=== manchester_frame_scheduler ===
--- config.mk ---
export PLATFORM = sky130hd
export DESIGN_NAME = manchester_frame_scheduler
export DESIGN_NICKNAME = d
export VERILOG_FILES = /design/src/rtl/manchester_frame_scheduler.sv
export SDC_FILE = /design/constraint.sdc
export NUM_CORES = 1
export LEC_CHECK = 0
export ABC_AREA = 1
export CAP_MARGIN = 0
export CORE_MARGIN = 10
export CORE_UTILIZATION = 40
export DETAILED_ROUTE_END_ITERATION = 10
export GPL_ROUTABILITY_DRIVEN = 0
export PLACE_DENSITY = 0.8
export SYNTH_ARGS = -nofsm -noshare
export SYNTH_HDL_FRONTEND = slang
export SYNTH_SLANG_ARGS = --single-unit
export TNS_END_PERCENT = 10
--- constraint.sdc ---
create_clock -name clk -period 1.7 [get_ports clk]
set_input_delay 0.255 -clock clk [delete_from_list [all_inputs] [get_ports clk]]
set_output_delay 0.255 -clock clk [all_outputs]
set_load 0.05 [all_outputs]
--- src/rtl/manchester_frame_scheduler.sv ---
`default_nettype none
// +----------------------------------------------------------------------------+
// | manchester_frame_scheduler                                                 |
// | Round-robin framer: PREAMBLE, SFD, payload pass-through, optional CRC-8,   |
// | then an enforced idle gap. CRC state built only with MANCHESTER_SCHED_CRC_EN|
// | Revision: 1.0                                                              |
// +----------------------------------------------------------------------------+
module manchester_frame_scheduler #(
  parameter int          NUM_REQ    = 4,
  parameter logic [7:0]  PREAMBLE   = 8'h55,
  parameter logic [7:0]  SFD        = 8'hD5,
  parameter int          GAP_CYCLES = 2
) (
  input  logic                         clk,
  input  logic                         rst,
  input  logic [NUM_REQ-1:0]           req_valid,
  input  logic [8*NUM_REQ-1:0]         req_data,
  input  logic [NUM_REQ-1:0]           req_last,
  output logic [NUM_REQ-1:0]           req_ready,
  output logic                         tx_valid,
  output logic [7:0]                   tx_data,
  input  logic                         tx_ready,
  output logic [$clog2(NUM_REQ)-1:0]   grant_id,
  output logic                         busy
);

  localparam int                c_GW        = $clog2(NUM_REQ);
  localparam logic [c_GW-1:0]   c_LAST_INIT = c_GW'(NUM_REQ - 1);
  localparam logic [3:0]        c_GAP_LOAD  = 4'(GAP_CYCLES - 1);

  typedef enum logic [2:0] {
    S_IDLE = 3'd0,
    S_PRE  = 3'd1,
    S_SFD  = 3'd2,
    S_PAY  = 3'd3,
    S_GAP  = 3'd4
`ifdef MANCHESTER_SCHED_CRC_EN
    , S_CRC = 3'd5
`endif
  } state_t;

  state_t            r_state;
  state_t            w_next;
  logic [c_GW-1:0]   r_grant;
  logic [c_GW-1:0]   r_last_grant;
  logic [3:0]        r_gap_cnt;

  logic              w_found;
  logic [c_GW-1:0]   w_pick;
  logic [c_GW-1:0]   w_rr_idx;
  logic [NUM_REQ-1:0] w_sel;
  logic [7:0]        w_data_arr [NUM_REQ];
  logic [7:0]        w_gdata;
  logic              w_gvalid;
  logic              w_glast;

  for (genvar i = 0; i < NUM_REQ; i++) begin : g_chan
    assign w_data_arr[i] = req_data[8*i +: 8];
    assign w_sel[i]      = (int'(r_grant) == i);
  end

  assign w_gdata  = w_data_arr[r_grant];
  assign w_gvalid = req_valid[r_grant];
  assign w_glast  = req_last[r_grant];

  // Search upward starting one past the previous owner, wrapping at NUM_REQ.
  always_comb begin : p_rr
    int s;
    w_found  = 1'b0;
    w_pick   = '0;
    w_rr_idx = '0;
    s        = 0;
    for (int k = 1; k <= NUM_REQ; k++) begin
      s = int'(r_last_grant) + k;
      if (s >= NUM_REQ) s = s - NUM_REQ;
      w_rr_idx = s[c_GW-1:0];
      if (!w_found && req_valid[w_rr_idx]) begin
        w_found = 1'b1;
        w_pick  = w_rr_idx;
      end
    end
  end

`ifdef MANCHESTER_SCHED_CRC_EN
  logic [7:0] r_crc;

  function automatic logic [7:0] f_crc8(input logic [7:0] crc, input logic [7:0] d);
    logic [7:0] c;
    c = crc ^ d;
    for (int b = 0; b < 8; b++) begin
      c = c[7] ? ((c << 1) ^ 8'h07) : (c << 1);
    end
    return c;
  endfunction
`endif

  always_comb begin : p_fsm
    w_next    = r_state;
    tx_valid  = 1'b0;
    tx_data   = 8'h00;
    req_ready = '0;
    case (r_state)
      S_IDLE: begin
        if (w_found) w_next = S_PRE;
      end
      S_PRE: begin
        tx_valid = 1'b1;
        tx_data  = PREAMBLE;
        if (tx_ready) w_next = S_SFD;
      end
      S_SFD: begin
        tx_valid = 1'b1;
        tx_data  = SFD;
        if (tx_ready) w_next = S_PAY;
      end
      S_PAY: begin
        tx_valid  = w_gvalid;
        tx_data   = w_gdata;
        req_ready = w_sel & {NUM_REQ{tx_ready}};
        if (w_gvalid && tx_ready && w_glast) begin
`ifdef MANCHESTER_SCHED_CRC_EN
          w_next = S_CRC;
`else
          w_next = S_GAP;
`endif
        end
      end
`ifdef MANCHESTER_SCHED_CRC_EN
      S_CRC: begin
        tx_valid = 1'b1;
        tx_data  = r_crc;
        if (tx_ready) w_next = S_GAP;
      end
`endif
      S_GAP: begin
        if (r_gap_cnt == 4'd0) w_next = S_IDLE;
      end
      default: w_next = S_IDLE;
    endcase
  end

  always_ff @(posedge clk) begin : p_seq
    if (!rst) begin
      r_state      <= S_IDLE;
      r_grant      <= '0;
      r_last_grant <= c_LAST_INIT;
      r_gap_cnt    <= 4'd0;
    end else begin
      r_state <= w_next;
      if (r_state == S_IDLE && w_found) begin
        r_grant      <= w_pick;
        r_last_grant <= w_pick;
      end
      // Counter is loaded on GAP entry so the state lasts exactly GAP_CYCLES.
      if (w_next == S_GAP && r_state != S_GAP) begin
        r_gap_cnt <= c_GAP_LOAD;
      end else if (r_state == S_GAP && r_gap_cnt != 4'd0) begin
        r_gap_cnt <= r_gap_cnt - 4'd1;
      end
    end
  end

`ifdef MANCHESTER_SCHED_CRC_EN
  always_ff @(posedge clk) begin : p_crc
    if (!rst) begin
      r_crc <= 8'h00;
    end else if (r_state == S_IDLE && w_found) begin
      r_crc <= 8'h00;
    end else if (r_state == S_PAY && w_gvalid && tx_ready) begin
      r_crc <= f_crc8(r_crc, w_gdata);
    end
  end
`endif

  assign busy     = (r_state != S_IDLE);
  assign grant_id = r_grant;

endmodule
`default_nettype wire

manchester_frame_scheduler/flops_by_reg.png
Scale bar: 20 µm. Other sequential cells in the stronger gray, the rest of the logic in the fainter gray.
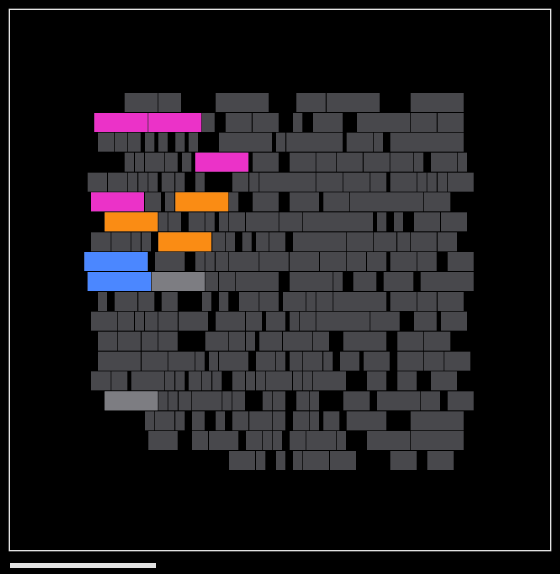
- orange: `r_state` (placed flops 3)
- blue: `grant_id` (placed flops 2)
- magenta: `r_gap_cnt` (placed flops 4; where north-west)
- not colored: 2

manchester_frame_scheduler/clk_routes.png
Scale bar: 20 µm.
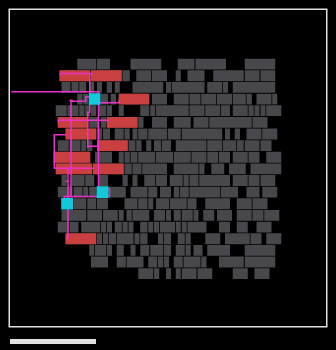
- magenta: clock wires (length 176 µm)
- cyan: clock drivers (count 3)
- red: flip-flops (count 11)
- routed clock nets: 4

==> git commit body <==
Log flow metrics for this revision

- Number of antenna repair diodes: 0
* Largest delay share family, worst path: flip-flops
- The netlist uses 33 different library cells.
* Total clock buffers created by CTS: 3
- Antenna Violating Nets Remaining: 0
- The final timing report gives a worst setup slack of -0.0412 ns.
* Destination of the worst register-to-register timing path: r_gap_cnt[3]
* Overall power after layout: 3390 µW
- For the worst flop-to-flop path, the logic depth is 9.
- Design area: 2220 µm²
- Die height: 73.9 µm
* Status: finished, violations left
* Ratio of cells with drive above 1 in the final layout: 37.8%
- The final reports fail on negative setup slack.
* Data arrival time of the critical path: 1.49 ns
- For this run, the final setup violation count is recorded as 9.
* Nets@finish: 296
- On the critical path, the stage with the largest delay is an instance of sky130_fd_sc_hd__dfxtp_4.

=== serial_adder_ctrl ===
===== src/rtl/serial_add_pkg.sv =====
// Shared definitions for the bit-serial adder: FSM state encoding and default width.
package serial_add_pkg;

    localparam int DEFAULT_WIDTH = 8;

    typedef enum logic [1:0] {
        IDLE  = 2'd0,
        SHIFT = 2'd1,
        DONE  = 2'd2
    } state_e;

endpackage


===== src/rtl/serial_adder_ctrl_fa_slice.sv =====
// Single-bit full adder: two half-adder stages with their carries ORed together.
module fa_slice (
    input  logic a_i,
    input  logic b_i,
    input  logic c_i,
    output logic s_o,
    output logic c_o
);

    logic p1;
    logic g1;
    logic g2;

    assign p1  = a_i ^ b_i;
    assign g1  = a_i & b_i;
    assign s_o = p1 ^ c_i;
    assign g2  = p1 & c_i;
    assign c_o = g1 | g2;

endmodule


===== src/rtl/serial_adder_ctrl.sv =====
// Bit-serial WIDTH-bit adder: one full-adder slice, LSB first, valid/ready on both sides.
// Define SERIAL_ADD_OVF_EN to add the registered two's-complement overflow output ovf.
module serial_adder_ctrl
    import serial_add_pkg::*;
#(
    parameter int WIDTH = DEFAULT_WIDTH
) (
    input  logic             clk,
    input  logic             rst_n,
    input  logic             in_valid,
    output logic             in_ready,
    input  logic [WIDTH-1:0] a,
    input  logic [WIDTH-1:0] b,
    input  logic             cin,
    output logic             out_valid,
    input  logic             out_ready,
    output logic [WIDTH-1:0] sum,
    output logic             cout,
    output logic             busy
`ifdef SERIAL_ADD_OVF_EN
    ,
    output logic             ovf
`endif
);

    localparam int CW = (WIDTH > 1) ? $clog2(WIDTH) : 1;
    localparam logic [CW-1:0] LAST_BIT = CW'(WIDTH - 1);

    state_e           state_q,  state_d;
    logic [WIDTH-1:0] a_sr_q,   a_sr_d;
    logic [WIDTH-1:0] b_sr_q,   b_sr_d;
    logic [WIDTH-1:0] sum_sr_q, sum_sr_d;
    logic             carry_q,  carry_d;
    logic [CW-1:0]    cnt_q,    cnt_d;

    logic fa_s;
    logic fa_c;

    fa_slice u_fa (
        .a_i (a_sr_q[0]),
        .b_i (b_sr_q[0]),
        .c_i (carry_q),
        .s_o (fa_s),
        .c_o (fa_c)
    );

`ifdef SERIAL_ADD_OVF_EN
    logic ovf_q, ovf_d;
`endif

    always_comb begin
        state_d  = state_q;
        a_sr_d   = a_sr_q;
        b_sr_d   = b_sr_q;
        sum_sr_d = sum_sr_q;
        carry_d  = carry_q;
        cnt_d    = cnt_q;
`ifdef SERIAL_ADD_OVF_EN
        ovf_d    = ovf_q;
`endif
        case (state_q)
            IDLE: begin
                if (in_valid) begin
                    a_sr_d  = a;
                    b_sr_d  = b;
                    carry_d = cin;
                    cnt_d   = '0;
                    state_d = SHIFT;
                end
            end
            SHIFT: begin
                a_sr_d   = a_sr_q >> 1;
                b_sr_d   = b_sr_q >> 1;
                sum_sr_d = {fa_s, sum_sr_q[WIDTH-1:1]};
                carry_d  = fa_c;
                cnt_d    = cnt_q + CW'(1);
                if (cnt_q == LAST_BIT) begin
                    state_d = DONE;
`ifdef SERIAL_ADD_OVF_EN
                    // carry_q is the carry into the MSB on this final edge
                    ovf_d   = carry_q ^ fa_c;
`endif
                end
            end
            DONE: begin
                if (out_ready) begin
                    state_d = IDLE;
                end
            end
            default: state_d = IDLE;
        endcase
    end

    always_ff @(posedge clk or negedge rst_n) begin
        if (!rst_n) begin
            state_q  <= IDLE;
            a_sr_q   <= '0;
            b_sr_q   <= '0;
            sum_sr_q <= '0;
            carry_q  <= 1'b0;
            cnt_q    <= '0;
`ifdef SERIAL_ADD_OVF_EN
            ovf_q    <= 1'b0;
`endif
        end else begin
            state_q  <= state_d;
            a_sr_q   <= a_sr_d;
            b_sr_q   <= b_sr_d;
            sum_sr_q <= sum_sr_d;
            carry_q  <= carry_d;
            cnt_q    <= cnt_d;
`ifdef SERIAL_ADD_OVF_EN
            ovf_q    <= ovf_d;
`endif
        end
    end

    assign in_ready  = (state_q == IDLE);
    assign out_valid = (state_q == DONE);
    assign busy      = (state_q != IDLE);
    assign sum       = sum_sr_q;
    assign cout      = carry_q;
`ifdef SERIAL_ADD_OVF_EN
    assign ovf       = ovf_q;
`endif

endmodule


===== config.mk =====
export PLATFORM = sky130hd
export DESIGN_NAME = serial_adder_ctrl
export DESIGN_NICKNAME = d
export VERILOG_FILES = /design/src/rtl/serial_add_pkg.sv /design/src/rtl/serial_adder_ctrl_fa_slice.sv /design/src/rtl/serial_adder_ctrl.sv
export SDC_FILE = /design/constraint.sdc
export NUM_CORES = 1
export LEC_CHECK = 0
export CORE_ASPECT_RATIO = 0.9
export CORE_UTILIZATION = 55
export CTS_BUF_LIST = sky130_fd_sc_hd__clkbuf_2 sky130_fd_sc_hd__clkbuf_4 sky130_fd_sc_hd__clkbuf_8
export DETAILED_ROUTE_END_ITERATION = 7
export HOLD_SLACK_MARGIN = 0.06
export PLACE_DENSITY = 0.95
export SKIP_CTS_REPAIR_TIMING = 1
export SLEW_MARGIN = 20
export SYNTH_ARGS = -nofsm -noshare
export SYNTH_HDL_FRONTEND = slang
export SYNTH_SLANG_ARGS = --single-unit

===== constraint.sdc =====
create_clock -name clk -period 1.9 [get_ports clk]
set_input_delay 0.38 -clock clk [delete_from_list [all_inputs] [get_ports clk]]
set_output_delay 0.38 -clock clk [all_outputs]
set_load 0.005 [all_outputs]

serial_adder_ctrl/clocks.png
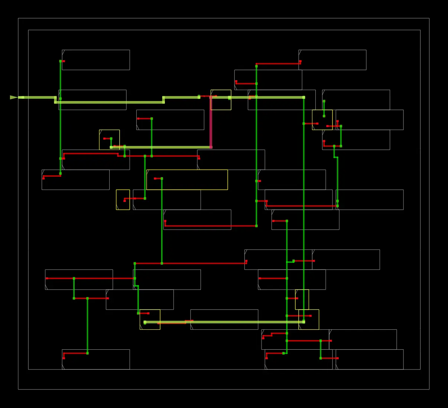
Clk. pwr: 505 µW
Worst Skew: 0.0127 ns
clock buffer instance count of the final layout: 5
total clock buffers created by CTS: 5

serial_adder_ctrl/wires.png
Scale bar: 20 µm. Two of the layers only.
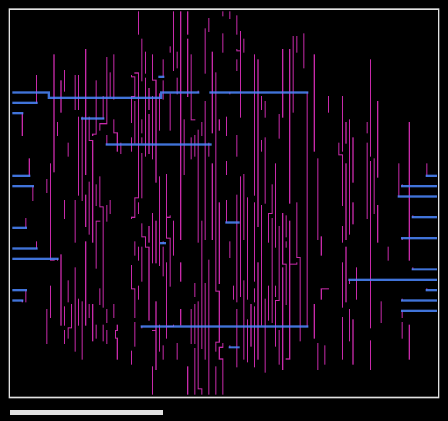
- blue: metal 3 (wire length 143 µm)
- magenta: metal 2 (wire length 1,460 µm)
number of vias after detailed routing: 1,080
total routed wirelength: 2880 µm
routed len/inst: 16.0 µm
Overall Global Routing Usage: 23.7%

serial_adder_ctrl/placement_by_type.png
Fill, decap, tap and diode cells in gray.
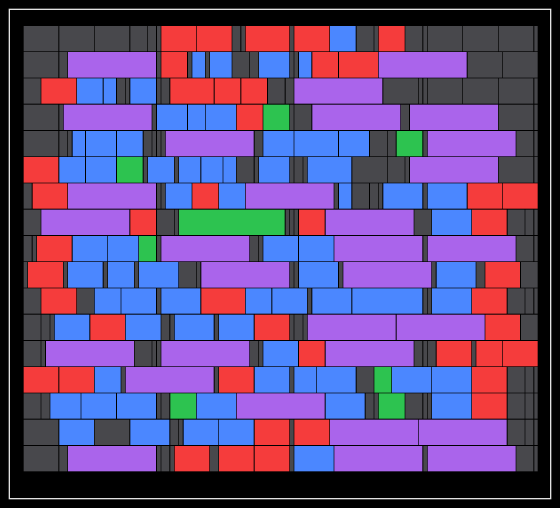
- red: remaining buffers and delay cells (cells 44; share of their area 22%)
- blue: combinational and other logic (cells 70; share of their area 34%)
- purple: sequential cells (cells 30; share of their area 40%)
- green: clock drivers and dummy loads (cells 8; share of their area 4.1%)

==> git commit body <==
Log flow metrics for this revision

- Area-dominant cell class after layout: sequential cells
- From synthesis to final layout, the design area changed by 33.5%.
- Sequential cell area share: 39.0%
* Top pwr grp: combinational cells
- Setup repair after global routing missed its margin: false
- Number of global-route vias before repair: 1,068
- Per the breakdown, switching nets consume 31.6% of all power.
- Power consumed by sequential cells: 1150 µW
- Combinational fraction of design power: 44.5%
* Synth Area in Compound Gates: 15.3%
- Global-route layer with the greatest usage: met2
- The worst path uses 88.3% of the clock period.
- Setup crit start kind: flip-flop
- Status: finished clean
- Input and output buffers added on the ports amount to 32.
- Fmax achieved: 596 MHz
- The critical path in this run is classified as flip-flop to output port.
- Type of the worst min-delay path: input pin to async pin
- Area of the mapped netlist: 1440 µm²
- Antenna Violating Nets Remaining: 0
- The layout summary lists the proportion of cells stronger than drive strength 1 as 27.6%.

=== assert_ctl_sched ===
assert_ctl_sched/wires.png
Scale bar: 20 µm. Two of the layers only.
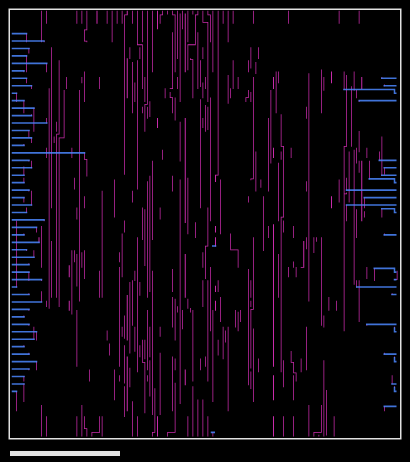
==> config.mk <==
export PLATFORM = sky130hd
export DESIGN_NAME = assert_ctl_sched
export DESIGN_NICKNAME = d
export VERILOG_FILES = /design/src/rtl/assert_ctl_sched.sv
export SDC_FILE = /design/constraint.sdc
export NUM_CORES = 1
export LEC_CHECK = 0
export CAP_MARGIN = 20
export CORE_ASPECT_RATIO = 1.1
export CORE_UTILIZATION = 36
export CTS_BUF_LIST = sky130_fd_sc_hd__clkbuf_2
export CTS_CLUSTER_SIZE = 12
export DETAILED_ROUTE_END_ITERATION = 8
export PLACE_DENSITY_LB_ADDON = 0.08
export SLEW_MARGIN = 20
export SYNTH_ARGS = -nofsm -noshare
export SYNTH_HDL_FRONTEND = slang
export SYNTH_SLANG_ARGS = --single-unit
==> constraint.sdc <==
create_clock -name clk -period 2.7 [get_ports clk]
set_input_delay 0.675 -clock clk [delete_from_list [all_inputs] [get_ports clk]]
set_output_delay 0.675 -clock clk [all_outputs]
set_load 0.01 [all_outputs]
==> src/rtl/assert_ctl_sched.sv <==
// Round-robin scheduler that serialises assertion on/off/kill commands onto a per-scope enable register
// and gates, counts and flags scope failures. Failure counters are built only with ASSERT_CTL_SCHED_CNT_EN.
module assert_ctl_sched #(
  parameter int NREQ   = 4,
  parameter int NSCOPE = 8,
  parameter int CNT_W  = 8
) (
  input  logic                    clk,
  input  logic                    rst,
  input  logic [NREQ-1:0]         req_valid,
  output logic [NREQ-1:0]         req_ready,
  input  logic [2*NREQ-1:0]       req_op,
  input  logic [NSCOPE*NREQ-1:0]  req_mask,
  output logic [NREQ-1:0]         cmd_done,
  input  logic [NSCOPE-1:0]       fail_in,
  output logic [NSCOPE-1:0]       scope_en,
  output logic                    fail_any,
  output logic [NSCOPE*CNT_W-1:0] fail_cnt
);
  localparam int PTR_W = (NREQ > 1) ? $clog2(NREQ) : 1;

  typedef enum logic [1:0] {
    OP_ON   = 2'b00,
    OP_OFF  = 2'b01,
    OP_KILL = 2'b10,
    OP_NOP  = 2'b11
  } op_e;

  logic [PTR_W-1:0]  r_ptr;
  logic [PTR_W-1:0]  w_cand [NREQ];
  logic              w_grant_vld;
  logic [PTR_W-1:0]  w_grant_id;
  logic              w_xfer;
  logic [1:0]        w_sel_op;
  logic [NSCOPE-1:0] w_sel_mask;

  logic              r_cmd_vld;
  op_e               r_cmd_op;
  logic [NSCOPE-1:0] r_cmd_mask;
  logic [PTR_W-1:0]  r_cmd_id;
  logic              w_apply;

  logic [NSCOPE-1:0] r_scope_en;
  logic [NSCOPE-1:0] w_scope_en_nxt;
  logic [NSCOPE-1:0] w_fail_en;
  logic              r_fail_any;

  // Handshake: a command transfers when req_valid[i] and req_ready[i] are both high at a rising edge;
  // ready is a combinational one-hot grant, withheld while rst is high.
  always_comb begin
    w_grant_vld = 1'b0;
    w_grant_id  = '0;
    for (int k = 0; k < NREQ; k++) begin
      w_cand[k] = PTR_W'((int'(r_ptr) + k) % NREQ);
      if (!w_grant_vld && req_valid[w_cand[k]]) begin
        w_grant_vld = 1'b1;
        w_grant_id  = w_cand[k];
      end
    end
  end

  always_comb begin
    req_ready = '0;
    w_xfer    = w_grant_vld & ~rst;
    if (w_xfer) req_ready[w_grant_id] = 1'b1;
  end

  always_comb begin
    w_sel_op   = '0;
    w_sel_mask = '0;
    for (int i = 0; i < NREQ; i++) begin
      if (w_grant_id == PTR_W'(i)) begin
        w_sel_op   = req_op[2*i +: 2];
        w_sel_mask = req_mask[NSCOPE*i +: NSCOPE];
      end
    end
  end

  always_ff @(posedge clk) begin
    if (rst) begin
      r_ptr     <= '0;
      r_cmd_vld <= 1'b0;
    end else begin
      r_cmd_vld <= w_xfer;
      if (w_xfer) begin
        r_cmd_op   <= op_e'(w_sel_op);
        r_cmd_mask <= w_sel_mask;
        r_cmd_id   <= w_grant_id;
        r_ptr      <= PTR_W'((int'(w_grant_id) + 1) % NREQ);
      end
    end
  end

  // A command still in cmd_q when reset is applied is dropped silently.
  assign w_apply = r_cmd_vld & ~rst;

  always_comb begin
    cmd_done = '0;
    if (w_apply) cmd_done[r_cmd_id] = 1'b1;
  end

`ifdef ASSERT_CTL_SCHED_CNT_EN
  logic [NSCOPE-1:0] w_kill_mask;
`endif

  always_comb begin
    w_scope_en_nxt = r_scope_en;
`ifdef ASSERT_CTL_SCHED_CNT_EN
    w_kill_mask = '0;
`endif
    if (w_apply) begin
      case (r_cmd_op)
        OP_ON:  w_scope_en_nxt = r_scope_en | r_cmd_mask;
        OP_OFF: w_scope_en_nxt = r_scope_en & ~r_cmd_mask;
        OP_KILL: begin
          w_scope_en_nxt = r_scope_en & ~r_cmd_mask;
`ifdef ASSERT_CTL_SCHED_CNT_EN
          w_kill_mask = r_cmd_mask;
`endif
        end
        default: w_scope_en_nxt = r_scope_en;
      endcase
    end
  end

  // Gating uses the enable as it stood at the start of the cycle, so an OFF still lets this cycle's failure through.
  assign w_fail_en = fail_in & r_scope_en;

  always_ff @(posedge clk) begin
    if (rst) begin
      r_scope_en <= '1;
      r_fail_any <= 1'b0;
    end else begin
      r_scope_en <= w_scope_en_nxt;
      r_fail_any <= |w_fail_en;
    end
  end

  assign scope_en = r_scope_en;
  assign fail_any = r_fail_any;

`ifdef ASSERT_CTL_SCHED_CNT_EN
  logic [CNT_W-1:0] r_cnt [NSCOPE];

  // Kill clear takes priority over a same-cycle increment; counters saturate at all-ones.
  always_ff @(posedge clk) begin
    for (int s = 0; s < NSCOPE; s++) begin
      if (rst) begin
        r_cnt[s] <= '0;
      end else if (w_kill_mask[s]) begin
        r_cnt[s] <= '0;
      end else if (w_fail_en[s] && (r_cnt[s] != {CNT_W{1'b1}})) begin
        r_cnt[s] <= r_cnt[s] + CNT_W'(1);
      end
    end
  end

  always_comb begin
    fail_cnt = '0;
    for (int s = 0; s < NSCOPE; s++) fail_cnt[CNT_W*s +: CNT_W] = r_cnt[s];
  end
`else
  assign fail_cnt = '0;
`endif

endmodule

==> git commit body <==
Log flow metrics for this revision

- The flow ran to the end, but the final reports show violations.
- Violated checks: design-rule violations, negative setup slack
* DRT met1 WL: 1700 µm
* Number of vias after detailed routing: 1,534
- The clock network consumes a total of 239 µW.
* Overall power after layout: 1380 µW
- The final antenna diode tally reported by the flow is 0.
- Total tool warning count: 30
- Floorplan row count: 27
- Synthesis Warnings: 0
* Final setup viols: 1
- TritonCTS built the clock tree.
- Entering global routing, the biggest net connects 21 pins.
- Per the post-run analysis, buffers plus inverters along the critical path come to 3.
* Worst VDD drop: 0.221 mV
- Dominant cell by count in the synthesized netlist: sky130_fd_sc_hd__buf_4
- In the CTS report, the clock slew at the register clock pins of the worst setup and hold paths is listed as 0.23 ns.
- Final setup margin: -0.0159 ns
* Antenna Violating Nets Remaining: 0
* Post-route DRC: 7
Notes on assert_ctl_sched/wires.png above:
- blue: metal 3 (wire length 254 µm)
- magenta: metal 2 (wire length 2,110 µm)


=== lut_cfg_loader_flat ===
lut_cfg_loader_flat/clocks.png
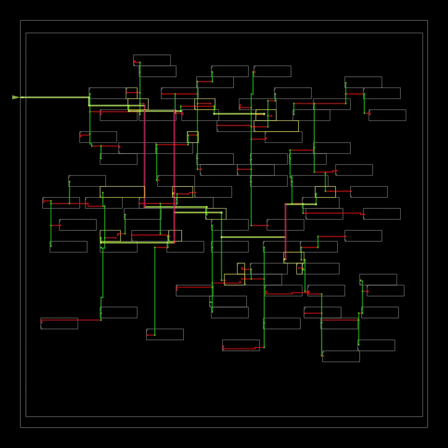
<file path="src/rtl/lut_cfg_loader_if.sv">
// Serial configuration stream and LUT-side outputs of the LUT configuration loader.
// The master drives the stream; the slave (the loader) drives everything else.
interface lut_cfg_loader_if #(
  parameter int CFG_WIDTH = 33
);
  logic                 cfg_start;
  logic                 cfg_bit;
  logic                 cfg_valid;
  logic                 cfg_ready;
  logic                 cen;
  logic [CFG_WIDTH-1:0] config_out;
  logic                 chain_bit;
  logic                 chain_valid;
  logic                 loaded;

  modport master (
    output cfg_start, cfg_bit, cfg_valid,
    input  cfg_ready, cen, config_out, chain_bit, chain_valid, loaded
  );

  modport slave (
    input  cfg_start, cfg_bit, cfg_valid,
    output cfg_ready, cen, config_out, chain_bit, chain_valid, loaded
  );
endinterface

</file>
<file path="src/rtl/lut_cfg_loader.sv">
// Bit-serial loader for the fracturable LUT: assembles {use_fracture, first_lut, second_lut},
// commits it with a one-cycle cen strobe, then forwards further bits down the daisy chain.
//
// state  | meaning
// IDLE   | after reset, waiting for cfg_start
// SHIFT  | accepting configuration bits into the shift register
// COMMIT | one cycle, cen=1, new word visible on config_out
// DONE   | word committed, extra bits forwarded to chain_bit
module lut_cfg_loader #(
  parameter  int INPUTS    = 4,
  localparam int MEM_SIZE  = 2**INPUTS,
  localparam int CFG_WIDTH = 2*MEM_SIZE + 1,
  localparam int CNT_W     = $clog2(CFG_WIDTH + 1)
) (
  input logic              cclk_i,
  input logic              rst_i,
  lut_cfg_loader_if.slave  bus
);

  typedef enum logic [1:0] {IDLE, SHIFT, COMMIT, DONE} state_t;

  localparam logic [CNT_W-1:0] LAST_CNT = CNT_W'(CFG_WIDTH - 1);

  state_t               state_q, state_d;
  logic [CNT_W-1:0]     cnt_q, cnt_d;
  logic [CFG_WIDTH-1:0] sr_q, sr_d;
  logic [CFG_WIDTH-1:0] cfg_q, cfg_d;
  logic                 chain_bit_q, chain_bit_d;
  logic                 chain_valid_q, chain_valid_d;
  logic                 ready;
  logic                 xfer;

  always_ff @(posedge cclk_i or posedge rst_i) begin
    if (rst_i) begin
      state_q       <= IDLE;
      cnt_q         <= '0;
      sr_q          <= '0;
      cfg_q         <= '0;
      chain_bit_q   <= 1'b0;
      chain_valid_q <= 1'b0;
    end else begin
      state_q       <= state_d;
      cnt_q         <= cnt_d;
      sr_q          <= sr_d;
      cfg_q         <= cfg_d;
      chain_bit_q   <= chain_bit_d;
      chain_valid_q <= chain_valid_d;
    end
  end

  assign ready = (state_q == SHIFT) || (state_q == DONE);
  assign xfer  = bus.cfg_valid && ready;

  always_comb begin
    state_d       = state_q;
    cnt_d         = cnt_q;
    sr_d          = sr_q;
    cfg_d         = cfg_q;
    chain_bit_d   = chain_bit_q;
    chain_valid_d = 1'b0;
    if (bus.cfg_start) begin
      // a concurrent bit is dropped; config_out keeps the last committed word
      state_d = SHIFT;
      cnt_d   = '0;
      sr_d    = '0;
    end else begin
      unique case (state_q)
        IDLE: ;
        SHIFT: begin
          if (xfer) begin
            sr_d  = {sr_q[CFG_WIDTH-2:0], bus.cfg_bit};
            cnt_d = cnt_q + CNT_W'(1);
            if (cnt_q == LAST_CNT) begin
              // output register loads on the final bit so the word is valid while cen=1
              state_d = COMMIT;
              cfg_d   = sr_d;
            end
          end
        end
        COMMIT: state_d = DONE;
        DONE: begin
          if (xfer) begin
            chain_bit_d   = bus.cfg_bit;
            chain_valid_d = 1'b1;
          end
        end
        default: state_d = IDLE;
      endcase
    end
  end

  assign bus.cfg_ready   = ready;
  assign bus.cen         = (state_q == COMMIT);
  assign bus.loaded      = (state_q == DONE);
  assign bus.config_out  = cfg_q;
  assign bus.chain_bit   = chain_bit_q;
  assign bus.chain_valid = chain_valid_q;

endmodule

</file>
<file path="src/flat_wrapper.sv">
// flat-port wrapper written by rule: the top's interface ports become plain ports
module lut_cfg_loader_flat 
#(
  parameter  int INPUTS    = 4,
  localparam int MEM_SIZE  = 2**INPUTS,
  localparam int CFG_WIDTH = 2*MEM_SIZE + 1,
  localparam int CNT_W     = $clog2(CFG_WIDTH + 1)
)
  (cclk_i, rst_i, bus_cfg_start, bus_cfg_bit, bus_cfg_valid, bus_cfg_ready, bus_cen, bus_config_out, bus_chain_bit, bus_chain_valid, bus_loaded);
  lut_cfg_loader_if #(.CFG_WIDTH((33))) bus_i ();
  input logic cclk_i;
  input logic rst_i;
  input wire logic [$bits(bus_i.cfg_start)-1:0] bus_cfg_start;
  input wire logic [$bits(bus_i.cfg_bit)-1:0] bus_cfg_bit;
  input wire logic [$bits(bus_i.cfg_valid)-1:0] bus_cfg_valid;
  output wire logic [$bits(bus_i.cfg_ready)-1:0] bus_cfg_ready;
  output wire logic [$bits(bus_i.cen)-1:0] bus_cen;
  output wire logic [$bits(bus_i.config_out)-1:0] bus_config_out;
  output wire logic [$bits(bus_i.chain_bit)-1:0] bus_chain_bit;
  output wire logic [$bits(bus_i.chain_valid)-1:0] bus_chain_valid;
  output wire logic [$bits(bus_i.loaded)-1:0] bus_loaded;
  assign bus_i.cfg_start = bus_cfg_start;
  assign bus_i.cfg_bit = bus_cfg_bit;
  assign bus_i.cfg_valid = bus_cfg_valid;
  assign bus_cfg_ready = bus_i.cfg_ready;
  assign bus_cen = bus_i.cen;
  assign bus_config_out = bus_i.config_out;
  assign bus_chain_bit = bus_i.chain_bit;
  assign bus_chain_valid = bus_i.chain_valid;
  assign bus_loaded = bus_i.loaded;
  lut_cfg_loader #(.INPUTS(INPUTS)) u_core (.cclk_i(cclk_i), .rst_i(rst_i), .bus(bus_i));
endmodule
</file>
<file path="config.mk">
export PLATFORM = sky130hd
export DESIGN_NAME = lut_cfg_loader_flat
export DESIGN_NICKNAME = d
export VERILOG_FILES = /design/src/rtl/lut_cfg_loader_if.sv /design/src/rtl/lut_cfg_loader.sv /design/src/flat_wrapper.sv
export SDC_FILE = /design/constraint.sdc
export NUM_CORES = 1
export LEC_CHECK = 0
export ABC_AREA = 1
export CAP_MARGIN = 10
export CORE_UTILIZATION = 30
export CTS_BUF_LIST = sky130_fd_sc_hd__clkbuf_8
export CTS_CLUSTER_DIAMETER = 30
export CTS_CLUSTER_SIZE = 12
export DETAILED_ROUTE_END_ITERATION = 16
export PLACE_DENSITY = 0.57
export SYNTH_ARGS = -nofsm -noshare
export SYNTH_HDL_FRONTEND = slang
export SYNTH_SLANG_ARGS = --single-unit
export TNS_END_PERCENT = 1
</file>
<file path="constraint.sdc">
create_clock -name cclk_i -period 2.65 [get_ports cclk_i]
set_input_delay 0.3975 -clock cclk_i [delete_from_list [all_inputs] [get_ports cclk_i]]
set_output_delay 0.3975 -clock cclk_i [all_outputs]
set_load 0.01 [all_outputs]
</file>
==> git commit body <==
Log flow metrics for this revision

- Status: finished clean
- Post-CTS setup buffers: 0
- The worst setup path is captured at a flip-flop.
- DR pass1 iterations: 4
- Wires add up to 5270 µm.
- Via density per instance: 4.41
- Internal power: 1750 µW
- Among cell families on the critical path, the largest total delay comes from buffers and inverters.
- The commonest register cell is sky130_fd_sc_hd__dfrtp_1.
- Top cells by count, synth: sky130_fd_sc_hd__dfrtp_1, sky130_fd_sc_hd__nand2_1, sky130_fd_sc_hd__inv_1
- Fmax achieved: 523 MHz
- Share of synthesized area spent on multiplexers: 0%
- Setup crit start kind: input pin
- The synthesis log from Yosys contains 0 warnings.
* Clk network pwr share: 41.3%
* Final non-filler cell total: 464
* Final tally of max-slew violations: 0
- Post-synthesis adder-cell area fraction: 0.850%
- Worst setup path startpoint: bus_cfg_start
- Antenna Violating Nets Remaining: 0
* Area used by multi-input combinational logic: 795 µm²
- The final layout report lists a non-clock inverter count of 46.
- Summed over all layers, the global routing overflow is 0.
* Logic depth of the worst path, buffers included: 6
- Type of the worst min-delay path: input pin to async pin
- The slew check shows that the tightest pin keeps a relative margin of 32.6%.
- Area-dominant cell class after layout: sequential cells
About lut_cfg_loader_flat/clocks.png:
# clock sinks: 75
layout sequential cell count: 75


=== dm_arbiter ===
===== config.mk =====
export PLATFORM = sky130hd
export DESIGN_NAME = dm_arbiter
export DESIGN_NICKNAME = d
export VERILOG_FILES = /design/src/rtl/dm_arb_pkg.sv /design/src/rtl/rd_tag_pipe.sv /design/src/rtl/dm_arbiter.sv
export SDC_FILE = /design/constraint.sdc
export NUM_CORES = 1
export LEC_CHECK = 0
export CAP_MARGIN = 20
export CELL_PAD_IN_SITES_DETAIL_PLACEMENT = 1
export CELL_PAD_IN_SITES_GLOBAL_PLACEMENT = 2
export CORE_ASPECT_RATIO = 0.75
export CORE_MARGIN = 2
export CORE_UTILIZATION = 12
export DETAILED_ROUTE_END_ITERATION = 12
export GPL_TIMING_DRIVEN = 0
export PLACE_DENSITY_LB_ADDON = 0.1
export SYNTH_ARGS = -nofsm -noshare
export SYNTH_HDL_FRONTEND = slang
export SYNTH_SLANG_ARGS = --single-unit

===== constraint.sdc =====
create_clock -name CLK -period 4.05 [get_ports CLK]
set_clock_uncertainty 0.15 [all_clocks]
set_input_delay 0.405 -clock CLK [delete_from_list [all_inputs] [get_ports CLK]]
set_output_delay 0.405 -clock CLK [all_outputs]
set_load 0.05 [all_outputs]

===== src/rtl/dm_arb_pkg.sv =====
// dm_arb_pkg: shared types and constants for the data-memory arbiter.
//   arb_state_t : arbitration FSM state (IDLE, OWN0, OWN1)
//   port_id_t   : requester identifier (1 bit)
//   rd_tag_t    : {valid, port id} tag carried alongside an outstanding read
//   PORT_CPU/PORT_LDR : port id constants
//   HOLD_W      : width of the hold counter (MAX_HOLD up to 15)
package dm_arb_pkg;

    typedef enum logic [1:0] {
        IDLE = 2'd0,
        OWN0 = 2'd1,
        OWN1 = 2'd2
    } arb_state_t;

    typedef logic port_id_t;

    localparam port_id_t PORT_CPU = 1'b0;
    localparam port_id_t PORT_LDR = 1'b1;

    localparam int HOLD_W = 4;

    typedef struct packed {
        logic     valid;
        port_id_t id;
    } rd_tag_t;

    function automatic port_id_t other_port(input port_id_t p);
        return ~p;
    endfunction

endpackage


===== src/rtl/rd_tag_pipe.sv =====
// rd_tag_pipe: RD_LAT-stage shift register of read tags. A tag pushed in the
// cycle a read is accepted appears at the tail exactly RD_LAT cycles later,
// lined up with the memory's read data.
// Ports:
//   CLK, RST_N : clock, asynchronous active-low reset (clears all stages)
//   push_tag   : tag entering stage 0 this cycle (valid=0 when no read)
//   tail_tag   : tag leaving the last stage
module rd_tag_pipe
    import dm_arb_pkg::*;
#(
    parameter int RD_LAT = 1
) (
    input  logic    CLK,
    input  logic    RST_N,
    input  rd_tag_t push_tag,
    output rd_tag_t tail_tag
);

    rd_tag_t [RD_LAT-1:0] stage_q;
    rd_tag_t [RD_LAT-1:0] stage_d;

    always_comb begin
        stage_d    = stage_q;
        stage_d[0] = push_tag;
        for (int i = 1; i < RD_LAT; i++) begin
            stage_d[i] = stage_q[i-1];
        end
    end

    // Clearing on reset is what discards in-flight reads.
    always_ff @(posedge CLK or negedge RST_N) begin
        if (!RST_N) begin
            stage_q <= '0;
        end else begin
            stage_q <= stage_d;
        end
    end

    assign tail_tag = stage_q[RD_LAT-1];

endmodule


===== src/rtl/dm_arbiter.sv =====
// dm_arbiter: shares a single-port data memory between the CPU (port 0) and
// the program loader / debug master (port 1).
//
// Handshake: a requester raises REQ_i with WE_i/ADDR_i/WDATA_i and holds them
// stable until GNT_i; the access is accepted in the cycle REQ_i && GNT_i.
// GNT_i is combinational from REQ and the registered arbitration state. Reads
// return RVALID_i/RDATA_i exactly RD_LAT cycles after acceptance, in order.
//
// Ports:
//   CLK, RST_N                      : clock, asynchronous active-low reset
//   REQ_i, WE_i, ADDR_i, WDATA_i    : requester i access (i = 0 CPU, 1 loader)
//   GNT_i                           : access of port i accepted this cycle
//   RVALID_i, RDATA_i               : read response for port i
//   MEM_EN, MEM_WE, MEM_ADDR, MEM_WDATA : memory strobe/controls (zero when idle)
//   MEM_RDATA                       : memory read data, RD_LAT cycles after strobe
//   dbg_state                       : current arbitration state
module dm_arbiter
    import dm_arb_pkg::*;
#(
    parameter int DATA_W   = 19,
    parameter int ADDR_W   = 19,
    parameter int RD_LAT   = 1,
    parameter int MAX_HOLD = 4
) (
    input  logic              CLK,
    input  logic              RST_N,
    input  logic              REQ_0,
    input  logic              WE_0,
    input  logic [ADDR_W-1:0] ADDR_0,
    input  logic [DATA_W-1:0] WDATA_0,
    output logic              GNT_0,
    output logic              RVALID_0,
    output logic [DATA_W-1:0] RDATA_0,
    input  logic              REQ_1,
    input  logic              WE_1,
    input  logic [ADDR_W-1:0] ADDR_1,
    input  logic [DATA_W-1:0] WDATA_1,
    output logic              GNT_1,
    output logic              RVALID_1,
    output logic [DATA_W-1:0] RDATA_1,
    output logic              MEM_EN,
    output logic              MEM_WE,
    output logic [ADDR_W-1:0] MEM_ADDR,
    output logic [DATA_W-1:0] MEM_WDATA,
    input  logic [DATA_W-1:0] MEM_RDATA,
    output arb_state_t        dbg_state
);

    localparam logic [HOLD_W-1:0] MAX_HOLD_C = HOLD_W'(MAX_HOLD);

    arb_state_t        state_q, state_d;
    logic [HOLD_W-1:0] hold_q, hold_d;
    port_id_t          last_q, last_d;

    logic     gnt_any;
    port_id_t win;
    port_id_t owner;
    logic     owner_req;
    logic     other_req;

    rd_tag_t  push_tag;
    rd_tag_t  tail_tag;

    // Winner selection and next-state.
    always_comb begin
        gnt_any   = 1'b0;
        win       = PORT_CPU;
        owner     = (state_q == OWN1) ? PORT_LDR : PORT_CPU;
        owner_req = (owner == PORT_LDR) ? REQ_1 : REQ_0;
        other_req = (owner == PORT_LDR) ? REQ_0 : REQ_1;

        case (state_q)
            OWN0, OWN1: begin
                // Owner keeps the grant unless the other port is waiting and
                // the owner has used up its hold budget.
                if (owner_req && (!other_req || (hold_q < MAX_HOLD_C))) begin
                    gnt_any = 1'b1;
                    win     = owner;
                end else if (other_req) begin
                    gnt_any = 1'b1;
                    win     = other_port(owner);
                end
            end
            default: begin
                if (REQ_0 && REQ_1) begin
                    gnt_any = 1'b1;
                    win     = other_port(last_q);
                end else if (REQ_1) begin
                    gnt_any = 1'b1;
                    win     = PORT_LDR;
                end else if (REQ_0) begin
                    gnt_any = 1'b1;
                    win     = PORT_CPU;
                end
            end
        endcase

        // Nothing is accepted while reset is held.
        if (!RST_N) begin
            gnt_any = 1'b0;
        end

        state_d = state_q;
        hold_d  = hold_q;
        last_d  = last_q;
        if (gnt_any) begin
            state_d = (win == PORT_LDR) ? OWN1 : OWN0;
            last_d  = win;
            if (state_q == state_d) begin
                hold_d = (hold_q == MAX_HOLD_C) ? hold_q : hold_q + 1'b1;
            end else begin
                hold_d = HOLD_W'(1);
            end
        end else begin
            state_d = IDLE;
            hold_d  = '0;
        end
    end

    // last_q resets to the loader so the CPU wins the first tie.
    always_ff @(posedge CLK or negedge RST_N) begin
        if (!RST_N) begin
            state_q <= IDLE;
            hold_q  <= '0;
            last_q  <= PORT_LDR;
        end else begin
            state_q <= state_d;
            hold_q  <= hold_d;
            last_q  <= last_d;
        end
    end

    assign GNT_0 = gnt_any && (win == PORT_CPU);
    assign GNT_1 = gnt_any && (win == PORT_LDR);

    // Memory side: muxed from the winner, all zero when nothing is accepted.
    always_comb begin
        MEM_EN    = gnt_any;
        MEM_WE    = 1'b0;
        MEM_ADDR  = '0;
        MEM_WDATA = '0;
        if (GNT_0) begin
            MEM_WE    = WE_0;
            MEM_ADDR  = ADDR_0;
            MEM_WDATA = WDATA_0;
        end else if (GNT_1) begin
            MEM_WE    = WE_1;
            MEM_ADDR  = ADDR_1;
            MEM_WDATA = WDATA_1;
        end
    end

    assign push_tag.valid = gnt_any && !MEM_WE;
    assign push_tag.id    = win;

    rd_tag_pipe #(
        .RD_LAT(RD_LAT)
    ) u_rd_tag_pipe (
        .CLK      (CLK),
        .RST_N    (RST_N),
        .push_tag (push_tag),
        .tail_tag (tail_tag)
    );

    assign RVALID_0 = tail_tag.valid && (tail_tag.id == PORT_CPU);
    assign RVALID_1 = tail_tag.valid && (tail_tag.id == PORT_LDR);
    assign RDATA_0  = RVALID_0 ? MEM_RDATA : '0;
    assign RDATA_1  = RVALID_1 ? MEM_RDATA : '0;

    assign dbg_state = state_q;

endmodule


dm_arbiter/flops_by_reg.png
Scale bar: 50 µm. Other sequential cells in the stronger gray, the rest of the logic in the fainter gray.
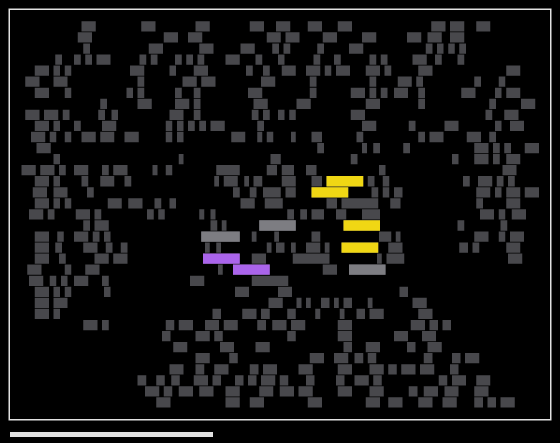
- purple: `dbg_state` (placed flops 2)
- yellow: `hold_q` (placed flops 4)
- not colored: 3

==> git commit body <==
Log flow metrics for this revision

- The run finished with clean final reports.
- Once detailed placement completed, the half-perimeter wirelength came to 7200 µm.
- Maximum number of pins on one net before global-route repair: 11
- Of the total synthesized cell area, the portion taken by AND, OR, NAND and NOR gates is 36.3%.
- Summed over its instances, the top area cell type makes up 14.4% of the synthesized netlist area.
* Floorplan core density: 12.2%
- The stage logs contain a warning count of 28.
- Launch point of the worst hold path: last_q
- Per the OpenROAD floorplan log, the area of the die is 13,400 µm².
- Number of vias after detailed routing: 2,477
* Drt initial violations: 60
- Core Box Area: 12,200 µm²
- In the synthesized netlist, the dominant kind of combinational cell is simple AND/OR/NAND/NOR gates.
* Total routed wirelength: 8820 µm
- The number of sequential cells reported for the layout is 9.
- The number of nets in the synthesized netlist is 343.
* Die height: 101 µm
* Ports: 185

=== ping_pong_decoder ===
<file path="config.mk">
export PLATFORM = sky130hd
export DESIGN_NAME = ping_pong_decoder
export DESIGN_NICKNAME = d
export VERILOG_FILES = /design/src/rtl/ping_pong_decoder.sv
export SDC_FILE = /design/constraint.sdc
export NUM_CORES = 1
export LEC_CHECK = 0
export CORE_ASPECT_RATIO = 0.9
export CORE_UTILIZATION = 40
export CTS_CLUSTER_DIAMETER = 200
export DETAILED_ROUTE_END_ITERATION = 7
export GPL_ROUTABILITY_DRIVEN = 1
export SYNTH_ARGS = -nofsm -noshare
export SYNTH_HDL_FRONTEND = slang
export SYNTH_SLANG_ARGS = --single-unit
</file>
<file path="constraint.sdc">
create_clock -name inclk -period 6.75 [get_ports inclk]
set_input_delay 0.675 -clock inclk [delete_from_list [all_inputs] [get_ports inclk]]
set_output_delay 0.675 -clock inclk [all_outputs]
set_load 0.005 [all_outputs]
</file>
<file path="src/rtl/ping_pong_decoder.sv">
// ping_pong_decoder: tracks a bouncing one-hot array, decodes position/direction, counts bounces, flags errors
module ping_pong_decoder #(
   parameter int width = 8,
   parameter int IDX_W = $clog2(width),
   parameter int CNT_W = 16
) (
   input  logic             inclk,
   input  logic             reset,
   input  logic [width-1:0] array_in,
   input  logic             sample_en,
   input  logic             resync,
   output logic [IDX_W-1:0] position,
   output logic             direction,
   output logic             valid,
   output logic [CNT_W-1:0] bounce_count,
   output logic             error,
   output logic [1:0]       err_code
);
   typedef enum logic [1:0] {IDLE, ACQUIRE, TRACK, ERROR} state_t;
   localparam logic [IDX_W-1:0] LAST = IDX_W'(width - 1);
   state_t           state_q;
   logic [IDX_W-1:0] position_q;
   logic             direction_q;
   logic             valid_q;
   logic [CNT_W-1:0] bounce_q;
   logic             error_q;
   logic [1:0]       err_code_q;
   logic [IDX_W-1:0] idx;
   logic [IDX_W:0]   cur, pos_ext;
   logic             one_hot, same, step_up, step_dn, fwd, back, at_edge;
   always_comb begin
      idx = '0;
      for (int i = 0; i < width; i++) if (array_in[i]) idx = IDX_W'(i);
   end
   // one extra index bit keeps 0-1 from aliasing onto width-1
   assign one_hot = $onehot(array_in);
   assign cur     = {1'b0, idx};
   assign pos_ext = {1'b0, position_q};
   assign same    = cur == pos_ext;
   assign step_up = cur == pos_ext + (IDX_W+1)'(1);
   assign step_dn = cur == pos_ext - (IDX_W+1)'(1);
   assign fwd     = direction_q ? step_dn : step_up;
   assign back    = direction_q ? step_up : step_dn;
   assign at_edge = direction_q ? position_q == '0 : position_q == LAST;
   always_ff @(posedge inclk) begin
      if (reset) begin
         state_q     <= IDLE;
         position_q  <= '0;
         direction_q <= 1'b0;
         valid_q     <= 1'b0;
         bounce_q    <= '0;
         error_q     <= 1'b0;
         err_code_q  <= 2'b00;
      end else if (resync) begin
         state_q    <= IDLE;
         valid_q    <= 1'b0;
         bounce_q   <= '0;
         error_q    <= 1'b0;
         err_code_q <= 2'b00;
      end else if (sample_en && state_q != ERROR) begin
         if (!one_hot) begin
            state_q    <= ERROR;
            valid_q    <= 1'b0;
            error_q    <= 1'b1;
            err_code_q <= 2'b01;
         end else if (state_q == IDLE) begin
            position_q <= idx;
            state_q    <= ACQUIRE;
         end else if (!same) begin
            if (state_q == ACQUIRE && (step_up || step_dn)) begin
               position_q  <= idx;
               direction_q <= step_dn;
               state_q     <= TRACK;
               valid_q     <= 1'b1;
            end else if (state_q == TRACK && fwd) begin
               position_q <= idx;
            end else if (state_q == TRACK && back && at_edge) begin
               position_q  <= idx;
               direction_q <= ~direction_q;
               bounce_q    <= bounce_q == '1 ? bounce_q : bounce_q + 1'b1;
            end else begin
               state_q    <= ERROR;
               valid_q    <= 1'b0;
               error_q    <= 1'b1;
               err_code_q <= 2'b10;
            end
         end
      end
   end
   assign position     = position_q;
   assign direction    = direction_q;
   assign valid        = valid_q;
   assign bounce_count = bounce_q;
   assign error        = error_q;
   assign err_code     = err_code_q;
endmodule
</file>
ping_pong_decoder/flops_by_reg.png
Scale bar: 20 µm. Other sequential cells in the stronger gray, the rest of the logic in the fainter gray.
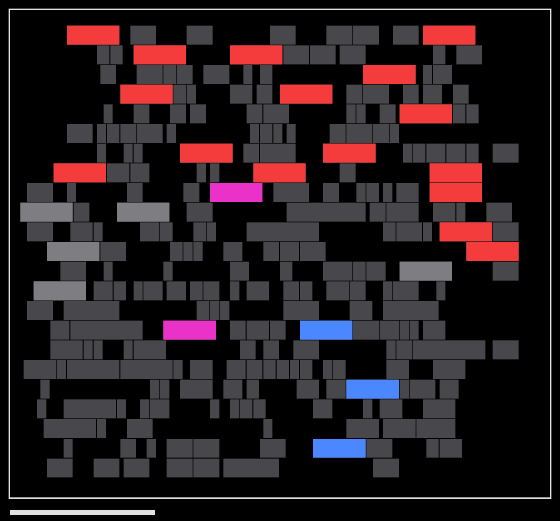
- red: `bounce_count` (placed flops 16)
- magenta: `state_q` (placed flops 2)
- blue: `position` (placed flops 3)
- not colored: 5
register area: 520 µm²
power consumed by sequential cells: 160 µW
sequential cell area share: 22.1%

==> git commit body <==
Log flow metrics for this revision

- Status: finished clean
* Pin slew with the least headroom to its limit: 0.852 ns
* Largest register FFs: 16
- STA classifies the critical path startpoint as an input pin.
- Non-clock inverters in the final layout number 22.
- Global-route layer with the greatest usage: met1
- Setup slack on the worst path after placement came out at 1.22 ns.
* Synth top area cells: sky130_fd_sc_hd__dfxtp_1, sky130_fd_sc_hd__ha_1, sky130_fd_sc_hd__inv_1
* Synth async-reset ratio: 0%
- After global routing the overflow that remains totals 0.
- The fraction of final cell area spent on clock buffers and inverters in this run is 3.03%.
- Post-CTS repair ended up resizing 0 cells.
- The detail route stage leaves a number of antenna-violating nets equal to 0.
- The clock drives 26 sinks.
* Nets@finish: 279
- The HPWL after detailed placement is 3170 µm.
- Dividing the detail-routed via count by the number of cells gives 5.44.
* Fraction of post-synthesis cell area in the top cell type by area: 27.4%
- Data required time at the worst endpoint: 6.93 ns
- Per report_power, the top consumer among the power groups is sequential cells.
- According to the floorplan log, the row count is 23.
* Launch point of the worst hold path: error
- Clk network pwr share: 33.3%
ping_pong_decoder/wires.png
Scale bar: 20 µm. Two of the layers only.
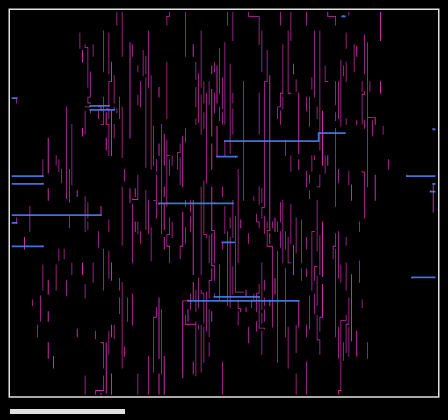
- magenta: metal 2 (wire length 1,780 µm)
- blue: metal 3 (wire length 118 µm)



==> notes/layouts.md <==
Pictures saved along the way, in no particular order.

Metal layers overlaid.
panel A
Scale bar: 20 µm. Two of the layers only.
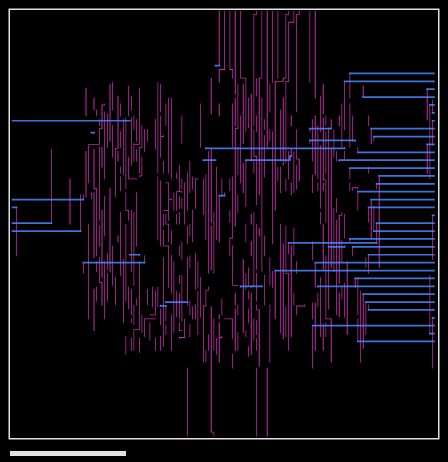
panel B
Scale bar: 50 µm. Two of the layers only.
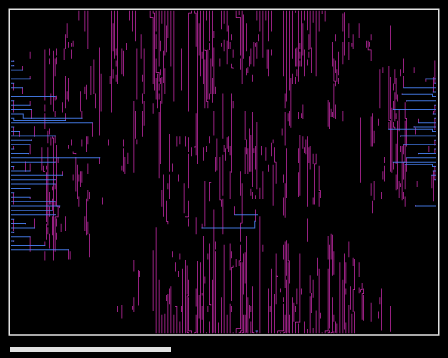
panel C
Scale bar: 20 µm. Two of the layers only.
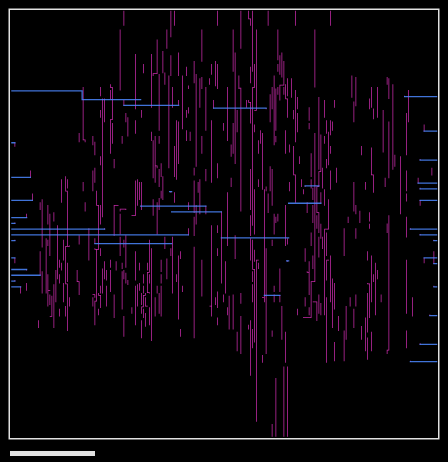
Of these, largest die: panel B
Of these, most wire: panel B
panel B -> dm_arbiter
panel C -> lut_cfg_loader_flat
panel A -> manchester_frame_scheduler

Key to panel A:
- blue: metal 3 (wire length 515 µm)
- magenta: metal 2 (wire length 2,280 µm)

Power and IR drop assume default switching activity.
